=== block 1 ===
block_1/congestion_map.png
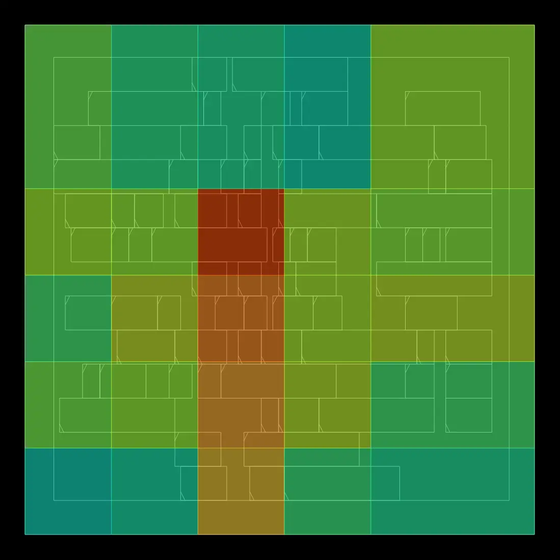

[src/rtl/seq_detect_param.sv]
// Serial pattern detector: shifts DIN into a history register on enabled edges and
// pulses MATCH when the last PAT_W sampled bits equal PATTERN; counts matches with saturation.
module seq_detect_param #(
  parameter int                 PAT_W   = 3,
  parameter logic [PAT_W-1:0]   PATTERN = 3'b100,
  parameter int                 OVERLAP = 1,
  parameter int                 CNT_W   = 8
) (
  input  logic             CLK,
  input  logic             RST_N,
  input  logic             EN,
  input  logic             DIN,
  input  logic             CLR_CNT,
  output logic             MATCH,
  output logic [CNT_W-1:0] MATCH_CNT
);

  localparam int FILL_W = $clog2(PAT_W + 1);
  localparam logic [FILL_W-1:0] FILL_MAX = FILL_W'(PAT_W);
  localparam logic [FILL_W-1:0] FILL_ONE = FILL_W'(1);

  logic [PAT_W-1:0]  hist_q, hist_d;
  logic [FILL_W-1:0] fill_q, fill_d, fill_up;
  logic              match_q, match_d;
  logic [CNT_W-1:0]  cnt_q, cnt_d;

  // NOTE: every always_comb output gets a default first so no path leaves it unassigned (no latches).
  always_comb begin
    hist_d  = hist_q;
    fill_d  = fill_q;
    fill_up = fill_q;
    match_d = 1'b0;
    cnt_d   = cnt_q;

    if (EN) begin
      hist_d  = {hist_q[PAT_W-2:0], DIN};
      fill_up = (fill_q == FILL_MAX) ? fill_q : fill_q + FILL_ONE;
      // The fill gate keeps reset-value history from matching patterns such as all-zeros.
      match_d = (fill_up == FILL_MAX) && (hist_d == PATTERN);
      fill_d  = (match_d && (OVERLAP == 0)) ? '0 : fill_up;
    end

    if (CLR_CNT) begin
      cnt_d = '0;
    end else if (match_d && (cnt_q != {CNT_W{1'b1}})) begin
      cnt_d = cnt_q + CNT_W'(1);
    end
  end

  // NOTE: state registers use non-blocking assignments so all flops update from pre-edge values.
  always_ff @(posedge CLK or negedge RST_N) begin
    if (!RST_N) begin
      hist_q  <= '0;
      fill_q  <= '0;
      match_q <= 1'b0;
      cnt_q   <= '0;
    end else begin
      hist_q  <= hist_d;
      fill_q  <= fill_d;
      match_q <= match_d;
      cnt_q   <= cnt_d;
    end
  end

  assign MATCH     = match_q;
  assign MATCH_CNT = cnt_q;

endmodule

[config.mk]
export PLATFORM = sky130hd
export DESIGN_NAME = seq_detect_param
export DESIGN_NICKNAME = d
export VERILOG_FILES = /design/src/rtl/seq_detect_param.sv
export SDC_FILE = /design/constraint.sdc
export NUM_CORES = 1
export LEC_CHECK = 0
export CAP_MARGIN = 40
export CORE_MARGIN = 2
export CORE_UTILIZATION = 47
export CTS_CLUSTER_SIZE = 10
export DETAILED_ROUTE_END_ITERATION = 10
export GPL_ROUTABILITY_DRIVEN = 0
export PLACE_DENSITY = 0.81
export SKIP_LAST_GASP = 1
export SYNTH_ARGS = -nofsm -noshare
export SYNTH_HDL_FRONTEND = slang
export SYNTH_SLANG_ARGS = --single-unit
[constraint.sdc]
create_clock -name CLK -period 2.02 [get_ports CLK]
set_input_delay 0.202 -clock CLK [delete_from_list [all_inputs] [get_ports CLK]]
set_output_delay 0.202 -clock CLK [all_outputs]
set_load 0.02 [all_outputs]
=== block 2 ===
===== config.mk =====
export PLATFORM = sky130hd
export DESIGN_NAME = execute_muldiv_unit_flat
export DESIGN_NICKNAME = d
export VERILOG_FILES = /design/src/rtl/execute_muldiv_unit_if.sv /design/src/rtl/execute_muldiv_unit.sv /design/src/flat_wrapper.sv
export SDC_FILE = /design/constraint.sdc
export NUM_CORES = 1
export LEC_CHECK = 0
export CAP_MARGIN = 20
export CORE_MARGIN = 2
export CORE_UTILIZATION = 40
export CTS_BUF_LIST = sky130_fd_sc_hd__clkbuf_4 sky130_fd_sc_hd__clkbuf_8 sky130_fd_sc_hd__clkbuf_16
export DETAILED_ROUTE_END_ITERATION = 8
export SETUP_SLACK_MARGIN = 0.4
export SLEW_MARGIN = 20
export SYNTH_ARGS = -nofsm -noshare
export SYNTH_HDL_FRONTEND = slang
export SYNTH_SLANG_ARGS = --single-unit
export TNS_END_PERCENT = 5

===== constraint.sdc =====
create_clock -name clock -period 2.7 [get_ports clock]
set_input_delay 0.81 -clock clock [delete_from_list [all_inputs] [get_ports clock]]
set_output_delay 0.81 -clock clock [all_outputs]
set_load 0.05 [all_outputs]

===== src/rtl/execute_muldiv_unit_if.sv =====
// execute_muldiv_unit_if: decode-side issue handshake and MFHI/MFLO result bus of the mul/div unit
interface execute_muldiv_unit_if #(parameter int WIDTH = 32);
  logic             in_valid;
  logic             in_ready;
  logic [2:0]       op;
  logic [WIDTH-1:0] rs_data;
  logic [WIDTH-1:0] rt_data;
  logic [4:0]       rd_in;
  logic             out_valid;
  logic [4:0]       out_rd;
  logic [WIDTH-1:0] out_data;
  modport master(output in_valid, op, rs_data, rt_data, rd_in, input in_ready, out_valid, out_rd, out_data);
  modport slave(input in_valid, op, rs_data, rt_data, rd_in, output in_ready, out_valid, out_rd, out_data);
endinterface


===== src/rtl/execute_muldiv_unit.sv =====
// execute_muldiv_unit: iterative MULT/DIV with HI/LO; MULDIV_FAST_MUL_EN selects a single-cycle multiply
module execute_muldiv_unit #(
  parameter int WIDTH = 32,
  parameter int CNT_W = 6
) (
  input  logic                      clock,
  input  logic                      reset_n,
  execute_muldiv_unit_if.slave      bus,
  input  logic                      flush,
  output logic                      busy,
  output logic                      done,
  output logic [WIDTH-1:0]          hi_out,
  output logic [WIDTH-1:0]          lo_out
);
  typedef enum logic [1:0] {IDLE, MUL, DIV, FIX} state_t;
  state_t           state_q, state_d;
  logic [CNT_W-1:0] cnt_q, cnt_d;
  logic [WIDTH-1:0] acc_q, acc_d, sh_q, sh_d, b_q, b_d, hi_q, hi_d, lo_q, lo_d, out_data_q, out_data_d;
  logic [4:0]       out_rd_q, out_rd_d;
  logic             div_q, div_d, qneg_q, qneg_d, rneg_q, rneg_d, done_q, done_d, out_valid_q, out_valid_d;
  logic             sgn, ge;
  logic [WIDTH-1:0] mag_a, mag_b, r_sub;
  logic [WIDTH:0]   mul_sum, r_sh;
  logic [2*WIDTH-1:0] prod_f;
`ifdef MULDIV_FAST_MUL_EN
  logic [2*WIDTH-1:0] fast_p;
`endif
  assign sgn     = ~bus.op[0];
  assign mag_a   = (sgn && bus.rs_data[WIDTH-1]) ? -bus.rs_data : bus.rs_data;
  assign mag_b   = (sgn && bus.rt_data[WIDTH-1]) ? -bus.rt_data : bus.rt_data;
  assign mul_sum = {1'b0, acc_q} + (sh_q[0] ? {1'b0, b_q} : '0);
  // acc holds the partial remainder, sh shifts dividend bits out and quotient bits in
  assign r_sh    = {acc_q, sh_q[WIDTH-1]};
  assign ge      = r_sh >= {1'b0, b_q};
  assign r_sub   = r_sh[WIDTH-1:0] - b_q;
  assign prod_f  = qneg_q ? -{acc_q, sh_q} : {acc_q, sh_q};
`ifdef MULDIV_FAST_MUL_EN
  assign fast_p  = (2*WIDTH)'(mag_a) * (2*WIDTH)'(mag_b);
`endif
  always_comb begin
    state_d = state_q;
    cnt_d = cnt_q;
    acc_d = acc_q;
    sh_d = sh_q;
    b_d = b_q;
    hi_d = hi_q;
    lo_d = lo_q;
    div_d = div_q;
    qneg_d = qneg_q;
    rneg_d = rneg_q;
    done_d = 1'b0;
    out_valid_d = 1'b0;
    out_rd_d = out_rd_q;
    out_data_d = out_data_q;
    if (state_q == IDLE && bus.in_valid && !flush) begin
      if (!bus.op[2]) begin
        acc_d = '0;
        sh_d = mag_a;
        b_d = mag_b;
        div_d = bus.op[1];
        // a zero divisor keeps the quotient positive so LO ends all ones and HI the dividend
        qneg_d = sgn & (bus.rs_data[WIDTH-1] ^ bus.rt_data[WIDTH-1]) & (|bus.rt_data);
        rneg_d = sgn & bus.rs_data[WIDTH-1];
        cnt_d = CNT_W'(WIDTH-1);
        state_d = bus.op[1] ? DIV : MUL;
`ifdef MULDIV_FAST_MUL_EN
        if (!bus.op[1]) begin
          {acc_d, sh_d} = fast_p;
          state_d = FIX;
        end
`endif
      end else if (!bus.op[1]) begin
        out_valid_d = 1'b1;
        out_rd_d = bus.rd_in;
        out_data_d = bus.op[0] ? lo_q : hi_q;
      end else if (bus.op[0]) lo_d = bus.rs_data;
      else hi_d = bus.rs_data;
    end else if (state_q == MUL || state_q == DIV) begin
      acc_d = (state_q == MUL) ? mul_sum[WIDTH:1] : (ge ? r_sub : r_sh[WIDTH-1:0]);
      sh_d = (state_q == MUL) ? {mul_sum[0], sh_q[WIDTH-1:1]} : {sh_q[WIDTH-2:0], ge};
      cnt_d = cnt_q - CNT_W'(1);
      if (cnt_q == '0) begin
        cnt_d = '0;
        state_d = FIX;
      end
    end else if (state_q == FIX) begin
      state_d = IDLE;
      done_d = 1'b1;
      hi_d = div_q ? (rneg_q ? -acc_q : acc_q) : prod_f[2*WIDTH-1:WIDTH];
      lo_d = div_q ? (qneg_q ? -sh_q : sh_q) : prod_f[WIDTH-1:0];
    end
    if (flush && state_q != IDLE) begin
      state_d = IDLE;
      cnt_d = '0;
      done_d = 1'b0;
      hi_d = hi_q;
      lo_d = lo_q;
    end
  end
  always_ff @(posedge clock or negedge reset_n) begin
    if (!reset_n) begin
      state_q <= IDLE;
      cnt_q <= '0;
      acc_q <= '0;
      sh_q <= '0;
      b_q <= '0;
      hi_q <= '0;
      lo_q <= '0;
      div_q <= 1'b0;
      qneg_q <= 1'b0;
      rneg_q <= 1'b0;
      done_q <= 1'b0;
      out_valid_q <= 1'b0;
      out_rd_q <= '0;
      out_data_q <= '0;
    end else begin
      state_q <= state_d;
      cnt_q <= cnt_d;
      acc_q <= acc_d;
      sh_q <= sh_d;
      b_q <= b_d;
      hi_q <= hi_d;
      lo_q <= lo_d;
      div_q <= div_d;
      qneg_q <= qneg_d;
      rneg_q <= rneg_d;
      done_q <= done_d;
      out_valid_q <= out_valid_d;
      out_rd_q <= out_rd_d;
      out_data_q <= out_data_d;
    end
  end
  assign bus.in_ready  = state_q == IDLE;
  assign busy          = state_q != IDLE;
  assign done          = done_q;
  assign hi_out        = hi_q;
  assign lo_out        = lo_q;
  assign bus.out_valid = out_valid_q;
  assign bus.out_rd    = out_rd_q;
  assign bus.out_data  = out_data_q;
endmodule


===== src/flat_wrapper.sv =====
// flat-port wrapper written by rule: the top's interface ports become plain ports
module execute_muldiv_unit_flat 
#(
  parameter int WIDTH = 32,
  parameter int CNT_W = 6
)
  (clock, reset_n, flush, busy, done, hi_out, lo_out, bus_in_valid, bus_op, bus_rs_data, bus_rt_data, bus_rd_in, bus_in_ready, bus_out_valid, bus_out_rd, bus_out_data);
  execute_muldiv_unit_if #(.WIDTH(WIDTH)) bus_i ();
  input  logic clock;
  input  logic reset_n;
  input  logic flush;
  output logic busy;
  output logic done;
  output logic [WIDTH-1:0] hi_out;
  output logic [WIDTH-1:0] lo_out;
  input wire logic [$bits(bus_i.in_valid)-1:0] bus_in_valid;
  input wire logic [$bits(bus_i.op)-1:0] bus_op;
  input wire logic [$bits(bus_i.rs_data)-1:0] bus_rs_data;
  input wire logic [$bits(bus_i.rt_data)-1:0] bus_rt_data;
  input wire logic [$bits(bus_i.rd_in)-1:0] bus_rd_in;
  output wire logic [$bits(bus_i.in_ready)-1:0] bus_in_ready;
  output wire logic [$bits(bus_i.out_valid)-1:0] bus_out_valid;
  output wire logic [$bits(bus_i.out_rd)-1:0] bus_out_rd;
  output wire logic [$bits(bus_i.out_data)-1:0] bus_out_data;
  assign bus_i.in_valid = bus_in_valid;
  assign bus_i.op = bus_op;
  assign bus_i.rs_data = bus_rs_data;
  assign bus_i.rt_data = bus_rt_data;
  assign bus_i.rd_in = bus_rd_in;
  assign bus_in_ready = bus_i.in_ready;
  assign bus_out_valid = bus_i.out_valid;
  assign bus_out_rd = bus_i.out_rd;
  assign bus_out_data = bus_i.out_data;
  execute_muldiv_unit #(.WIDTH(WIDTH), .CNT_W(CNT_W)) u_core (.clock(clock), .reset_n(reset_n), .bus(bus_i), .flush(flush), .busy(busy), .done(done), .hi_out(hi_out), .lo_out(lo_out));
endmodule

=== block 3 ===
**src/rtl/core_define.sv**
```systemverilog
// Legacy op-code defines shared by the EX-stage units (ALU and MDU).
// Values must match the enums in core_type.
`ifndef CORE_DEFINE_SV
`define CORE_DEFINE_SV
`define ALU_OP_ADD    4'd0
`define ALU_OP_SUB    4'd1
`define ALU_OP_AND    4'd2
`define ALU_OP_OR     4'd3
`define ALU_OP_XOR    4'd4
`define MDU_OP_MUL    3'd0
`define MDU_OP_MULH   3'd1
`define MDU_OP_MULHSU 3'd2
`define MDU_OP_MULHU  3'd3
`define MDU_OP_DIV    3'd4
`define MDU_OP_DIVU   3'd5
`define MDU_OP_REM    3'd6
`define MDU_OP_REMU   3'd7
`endif

```
**src/rtl/core_type.sv**
```systemverilog
// Shared EX-stage types: MDU op codes and MDU sequencer states.
package core_type;
    // Bit 2 set means a divide-class op.
    typedef enum logic [2:0] {
        MDU_MUL    = 3'd0,
        MDU_MULH   = 3'd1,
        MDU_MULHSU = 3'd2,
        MDU_MULHU  = 3'd3,
        MDU_DIV    = 3'd4,
        MDU_DIVU   = 3'd5,
        MDU_REM    = 3'd6,
        MDU_REMU   = 3'd7
    } mdu_op_t;

    typedef enum logic [1:0] {
        MDU_IDLE = 2'd0,
        MDU_CALC = 2'd1,
        MDU_DONE = 2'd2
    } mdu_state_t;
endpackage

```
**src/rtl/core_ex_mdu_div.sv**
```systemverilog
// One restoring-division step on unsigned magnitudes: shift {rem,quo} left,
// trial-subtract the divisor, keep the difference if it did not borrow.
module core_ex_mdu_div #(
    parameter int XLEN = 32
) (
    input  logic [XLEN-1:0] i_rem,
    input  logic [XLEN-1:0] i_quo,
    input  logic [XLEN-1:0] i_dvsr,
    output logic [XLEN-1:0] o_rem,
    output logic [XLEN-1:0] o_quo
);
    logic [XLEN:0] w_shift;
    logic [XLEN:0] w_diff;

    assign w_shift = {i_rem, i_quo[XLEN-1]};
    assign w_diff  = w_shift - {1'b0, i_dvsr};
    assign o_rem   = w_diff[XLEN] ? w_shift[XLEN-1:0] : w_diff[XLEN-1:0];
    assign o_quo   = {i_quo[XLEN-2:0], ~w_diff[XLEN]};
endmodule

```
**src/rtl/core_ex_mdu.sv**
```systemverilog
// Iterative multiply/divide unit: XLEN shift-add or restoring-subtract steps,
// sign fixup on the last step, single request in flight.
module core_ex_mdu
    import core_type::*;
#(
    parameter int XLEN  = 32,
    parameter int TAG_W = 5
) (
    input  logic             clk,
    input  logic             rest,
    input  logic             flush,
    input  logic             in_valid,
    output logic             in_ready,
    input  logic [2:0]       in_op,
    input  logic [XLEN-1:0]  in_rs1,
    input  logic [XLEN-1:0]  in_rs2,
    input  logic [TAG_W-1:0] in_tag,
    output logic             out_valid,
    input  logic             out_ready,
    output logic [XLEN-1:0]  out_result,
    output logic [TAG_W-1:0] out_tag,
    output logic             busy
);
    localparam int CNT_W = $clog2(XLEN + 1);

    mdu_state_t          r_state;
    mdu_op_t             r_op;
    logic [TAG_W-1:0]    r_tag;
    logic [CNT_W-1:0]    r_cnt;
    logic [2*XLEN-1:0]   r_acc;
    logic [XLEN-1:0]     r_opnd;
    logic                r_neg_p;
    logic                r_neg_r;
    logic [XLEN-1:0]     r_result;

    mdu_op_t             w_op;
    logic                w_s1, w_s2, w_n1, w_n2;
    logic [XLEN-1:0]     w_mag1, w_mag2;
    logic                w_dz, w_ovf;
    logic [XLEN-1:0]     w_byp;
    logic [XLEN:0]       w_mul_sum;
    logic [2*XLEN-1:0]   w_mul_nxt, w_acc_nxt, w_prod;
    logic [XLEN-1:0]     w_rem_nxt, w_quo_nxt, w_quo, w_rem;
    logic [XLEN-1:0]     w_fin;

    assign w_op   = mdu_op_t'(in_op);
    assign w_s1   = (w_op == MDU_MUL) || (w_op == MDU_MULH) || (w_op == MDU_MULHSU) ||
                    (w_op == MDU_DIV) || (w_op == MDU_REM);
    assign w_s2   = (w_op == MDU_MUL) || (w_op == MDU_MULH) ||
                    (w_op == MDU_DIV) || (w_op == MDU_REM);
    assign w_n1   = w_s1 && in_rs1[XLEN-1];
    assign w_n2   = w_s2 && in_rs2[XLEN-1];
    assign w_mag1 = w_n1 ? -in_rs1 : in_rs1;
    assign w_mag2 = w_n2 ? -in_rs2 : in_rs2;

    // Divide corner cases resolve without iterating.
    assign w_dz   = in_op[2] && (in_rs2 == '0);
    assign w_ovf  = ((w_op == MDU_DIV) || (w_op == MDU_REM)) &&
                    (in_rs1 == {1'b1, {(XLEN-1){1'b0}}}) && (in_rs2 == '1);
    always_comb begin
        w_byp = '0;
        if (w_dz)
            w_byp = (w_op == MDU_DIV || w_op == MDU_DIVU) ? '1 : in_rs1;
        else if (w_ovf)
            w_byp = (w_op == MDU_DIV) ? in_rs1 : '0;
    end

    // Multiply: accumulator = {partial hi, multiplier shifting out at bit 0}.
    assign w_mul_sum = {1'b0, r_acc[2*XLEN-1:XLEN]} + (r_acc[0] ? {1'b0, r_opnd} : '0);
    assign w_mul_nxt = {w_mul_sum, r_acc[XLEN-1:1]};

    core_ex_mdu_div #(.XLEN(XLEN)) u_div (
        .i_rem  (r_acc[2*XLEN-1:XLEN]),
        .i_quo  (r_acc[XLEN-1:0]),
        .i_dvsr (r_opnd),
        .o_rem  (w_rem_nxt),
        .o_quo  (w_quo_nxt)
    );

    assign w_acc_nxt = r_op[2] ? {w_rem_nxt, w_quo_nxt} : w_mul_nxt;
    assign w_prod    = r_neg_p ? -w_acc_nxt : w_acc_nxt;
    assign w_quo     = r_neg_p ? -w_quo_nxt : w_quo_nxt;
    assign w_rem     = r_neg_r ? -w_rem_nxt : w_rem_nxt;

    always_comb begin
        w_fin = '0;
        case (r_op)
            MDU_MUL:                           w_fin = w_prod[XLEN-1:0];
            MDU_MULH, MDU_MULHSU, MDU_MULHU:   w_fin = w_prod[2*XLEN-1:XLEN];
            MDU_DIV, MDU_DIVU:                 w_fin = w_quo;
            MDU_REM, MDU_REMU:                 w_fin = w_rem;
            default:                           w_fin = '0;
        endcase
    end

    always_ff @(posedge clk or posedge rest) begin
        if (rest) begin
            r_state  <= MDU_IDLE;
            r_op     <= MDU_MUL;
            r_tag    <= '0;
            r_cnt    <= '0;
            r_acc    <= '0;
            r_opnd   <= '0;
            r_neg_p  <= 1'b0;
            r_neg_r  <= 1'b0;
            r_result <= '0;
        end else if (flush) begin
            r_state  <= MDU_IDLE;
            r_cnt    <= '0;
            r_tag    <= '0;
            r_result <= '0;
        end else begin
            case (r_state)
                MDU_IDLE: if (in_valid) begin
                    r_op    <= w_op;
                    r_tag   <= in_tag;
                    r_neg_p <= w_n1 ^ w_n2;
                    r_neg_r <= w_n1;
                    if (w_dz || w_ovf) begin
                        r_result <= w_byp;
                        r_state  <= MDU_DONE;
                    end else begin
                        r_opnd  <= in_op[2] ? w_mag2 : w_mag1;
                        r_acc   <= {{XLEN{1'b0}}, (in_op[2] ? w_mag1 : w_mag2)};
                        r_cnt   <= CNT_W'(XLEN);
                        r_state <= MDU_CALC;
                    end
                end
                MDU_CALC: begin
                    r_acc <= w_acc_nxt;
                    r_cnt <= r_cnt - 1'b1;
                    if (r_cnt == CNT_W'(1)) begin
                        r_result <= w_fin;
                        r_state  <= MDU_DONE;
                    end
                end
                MDU_DONE: if (out_ready) r_state <= MDU_IDLE;
                default: r_state <= MDU_IDLE;
            endcase
        end
    end

    assign in_ready   = (r_state == MDU_IDLE) && !flush;
    assign out_valid  = (r_state == MDU_DONE);
    assign busy       = (r_state != MDU_IDLE);
    assign out_result = r_result;
    assign out_tag    = r_tag;
endmodule

```
**config.mk**
```make
export PLATFORM = sky130hd
export DESIGN_NAME = core_ex_mdu
export DESIGN_NICKNAME = d
export VERILOG_FILES = /design/src/rtl/core_define.sv /design/src/rtl/core_type.sv /design/src/rtl/core_ex_mdu_div.sv /design/src/rtl/core_ex_mdu.sv
export SDC_FILE = /design/constraint.sdc
export NUM_CORES = 1
export LEC_CHECK = 0
export CORE_UTILIZATION = 44
export DETAILED_ROUTE_END_ITERATION = 6
export GPL_ROUTABILITY_DRIVEN = 0
export GPL_TIMING_DRIVEN = 1
export PLACE_DENSITY_LB_ADDON = 0.12
export RECOVER_POWER = 100
export SLEW_MARGIN = 40
export SYNTH_ARGS = -nofsm -noshare
export SYNTH_HDL_FRONTEND = slang
export SYNTH_HIERARCHICAL = 1
export SYNTH_SLANG_ARGS = --single-unit
export TNS_END_PERCENT = 30
```
**constraint.sdc**
```tcl
create_clock -name clk -period 8.3 [get_ports clk]
set_input_delay 2.49 -clock clk [delete_from_list [all_inputs] [get_ports clk]]
set_output_delay 2.49 -clock clk [all_outputs]
set_load 0.1 [all_outputs]
```
block_3/congestion_map.png
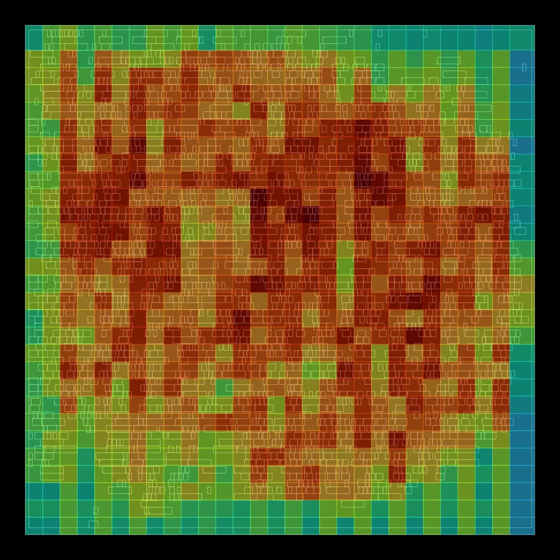
Total Routing Usage GR: 0.357
final core utilization: 0.484
DR WL/cell: 25.2 um

==> out/results.tsv, block 3 <==
metric	value	unit
hold_end	out_result[8]$_DFFE_PP0P_	
failed_checks	max-capacitance violations, max-slew violations	
grt_pass1_wl	111	mm
area_leaders	dfrtp_1, o21ai_0, a21oi_1	
yosysChipArea	17800	um2
warnings	31	
comb.multi_input.count	2005	
seq_area	3660	um2
maxCapViolCount	3	
critPathCapture	out_result[16]$_DFFE_PP0P_	
initCoreUtil	0.447	
slew_violations	97	
critPathLaunch	in_rs2[18]	
io_buffers	116	
tritoncts	yes	
dr_wl_met3	7.54	mm
clock_latency	0.47	ns
drt.antenna.violating_nets	0	
crit_type	in2reg	
clock_cell_area_share	0.0312	
synthToLayoutAreaGrowth	8.28	%
status	finished with violations	
endpoint_kind	flop	
synthMostInstantiatedCell	nand2_1	
cts_buffers	17	
fillers	4087	
seq_area_frac	0.190	
hp-start	out_result[8]$_DFFE_PP0P_	
clkSinkCount	146	
setup_viol	0	
==> block 3: per-stage QoR <==
stage	utilization	area, um2
4_1_cts	0.486	19400
3_5_place_dp	0.471	18800
3_3_place_gp	0.475	18900
6_report	0.484	19300
5_1_grt	0.484	19300
2_1_floorplan	-	17800
==> block 3: worst max-delay path: stages <==
cell           delay [ns]
dlygate4sd3_1        0.62
or4_1                0.61
or4b_1               0.47
or4_1                0.53
nor4_1               1.33
nor3_1               0.21
nor2_1               0.24
o21bai_1             0.15
clkbuf_1             0.69
a32oi_1              0.54
o311ai_0             0.21
==> block 3: registers in the layout, indices dropped and copies added (netlist names) <==
name,count
r_acc,64
out_result,32
r_opnd,32
r_cnt,6
out_tag,5
r_op,3
r_state,2
r_neg_p,1
r_neg_r,1
==> block 3: kinds of logic after synthesis <==
kind of cell | after synthesis | share of synthesized area
AND/OR/NAND/NOR | 846 | 0.234
buffers and inverters | 246 | 0.0678
AND-OR/OR-AND | 783 | 0.277
XOR/XNOR | 204 | 0.100
flip-flops | 146 | 0.205
multiplexers | 98 | 0.0627
adder cells (fa/ha/maj) | 74 | 0.0529
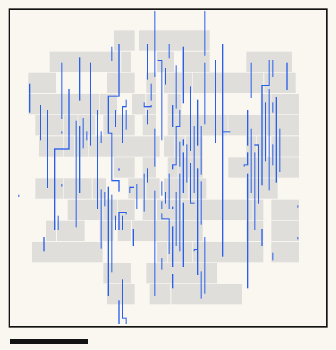
block_1/m2.png
The bar under the picture is 10 um long. Cells faint in the background.
- wire length on this layer: 570 um
- longest straight run: 27.2 um

## Picture notes: block_1/congestion_map.png
global routing's busiest layer: met2
met3 Usage GRT: 0.0326
met1 GRT Util: 0.217
Total Routing Usage GR: 0.182

==> out/results.tsv, block 1 <==
metric	value	unit
coreArea	1280	um2
top_layer	met4	
post-dp-hpwl	852	um
dr_wl_met3	65	um
cts_buffers	3	
placed_cell_area	777	um2
status	completed	
initCoreUtil	0.492	
io_buffers	13	
ys_top_cells_by_count	dfrtp_1, nor2_1, nand2_1, nand3_1	
drt_iter0_drc	5	
path_max_fanout	6	
final_cells	90	
final_area	803	um2
synthToLayoutAreaGrowth	27.1	%
grt_max_degree	14	
top_area_cell	dfrtp_1	
yosys.area_share.aoi	0.101	
ff_type	dfrtp_1	
synthXorXnorAreaFrac	0.0277	
wl	1.17	mm
[block 1: metrics by stage]
step | utilization
2_1_floorplan | -
3_3_place_gp | 0.605
3_5_place_dp | 0.605
4_1_cts | 0.625
5_1_grt | 0.625
6_report | 0.625
[block 1: sequential cells by signal, indices dropped and copies added (netlist names)]
| register | flops |
|---|---|
| hist_q | 2 |
| fill_q | 2 |
| MATCH_CNT | 8 |
| MATCH | 1 |
[block 1: layout make-up]
class / count / area, um2 / share of cell area
clock buffers: 4 / 26.3 / 0.0327
well taps: 15 / 18.8 / 0.0234
inverters: 1 / 3.75 / 0.00467
flip-flops and latches: 13 / 325 / 0.405
repair buffers: 13 / 130 / 0.162
multi-input cells: 44 / 299 / 0.372
[block 1: critical path, cell delays in order (launching register included)]
cell and delay, ns:
dfrtp_1 0.44, ha_1 0.28, nand4_1 0.21, o211ai_4 0.14, or3_1 0.36, a21oi_1 0.14
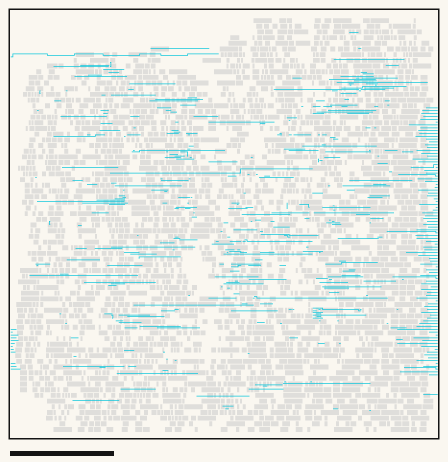
block_2/m3.png
The bar under the picture is 50 um long. Cells faint in the background.
- nets with wire on the layer: 317
- main direction: horizontal
- share of all routed wire: 5.4%
final wirelength: 68.3 mm
met3 Usage GRT: 0.0317
total number of vias: 18,000

==> out/results.tsv, block 2 <==
metric	value	unit
clock_buffers	38	
initCoreUtil	0.406	
drive_gt1_frac	0.359	
buffer_area_frac	0.239	
maxCapViolCount	0	
gr-usage-met1	0.391	
ys_seq_elements	210	
ios	181	
yosysChipArea	16200	um2
seq_area	5260	um2
lay_top_count	buf_4	
setup_tns	-7.86	ns
nFlopsAndLatches	210	
clock_latency	0.58	ns
grt-busiest-layer	met2	
finalWorstSetupSlack	-0.274	ns
failed_checks	negative setup slack	
status	finished with violations	
comb_area	11900	um2
postCtsSetupBuffers	17	
fmaxAchievable	0.336	GHz
drt_iter0_drc	1258	
setup_viol	61	
==> block 2: cell families (layout without fill, tap and decap cells) <==
| logic type | Yosys count | after routing | synth area share |
|---|---|---|---|
| compound gates | 636 | 636 | 0.239 |
| xor+xnor | 170 | 170 | 0.0921 |
| fa+ha+maj | 75 | 75 | 0.0590 |
| buf+inv | 189 | 816 | 0.0449 |
| flops | 210 | 210 | 0.325 |
| mux | 83 | 83 | 0.0520 |
| simple gates | 667 | 667 | 0.187 |
==> block 2: final timing paths <==
| check | from | end | cells after the start |
|---|---|---|---|
| max in group asynchronous | reset_n | u_core.lo_out[21]$_DFFE_PN0P_ | 2 |
| worst min register to register | u_core.b_q[14]$_DFFE_PN0P_ | u_core.b_q[14]$_DFFE_PN0P_ | 2 |
| min in group clock | u_core.b_q[14]$_DFFE_PN0P_ | u_core.b_q[14]$_DFFE_PN0P_ | 2 |
| worst min-delay path | reset_n | u_core.bus.out_rd[0]$_DFFE_PN0P_ | 1 |
| worst max register to register | u_core.sh_q[0]$_DFFE_PN0P_ | u_core.acc_q[29]$_DFFE_PN0P_ | 14 |
| worst max-delay path | u_core.sh_q[0]$_DFFE_PN0P_ | u_core.acc_q[29]$_DFFE_PN0P_ | 14 |


## Gallery

M1 wires.
Plate I
The bar under the picture is 10 um long. Cells faint in the background.
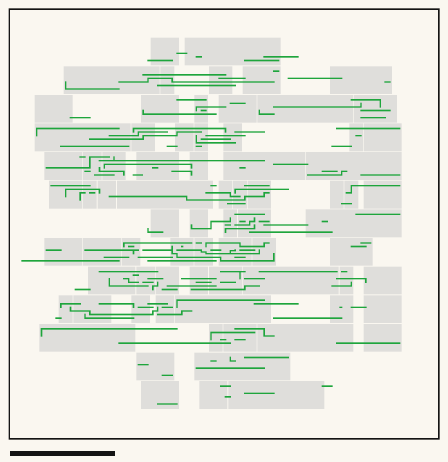
Plate II
The bar under the picture is 50 um long. Cells faint in the background.
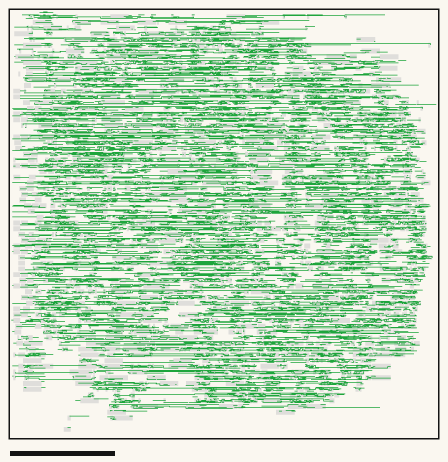
Plate III
The bar under the picture is 50 um long. Cells faint in the background.
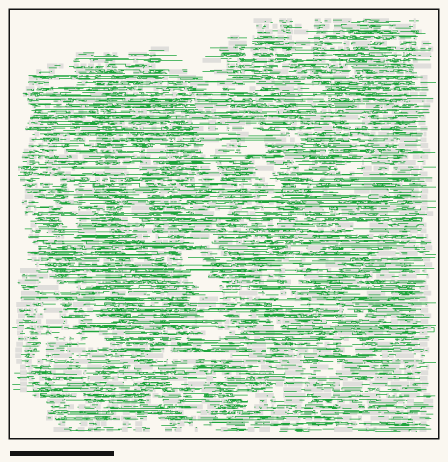
Of these, smallest die: Plate I
For block 2, see Plate III.
For block 3, see Plate II.
For block 1, see Plate I.

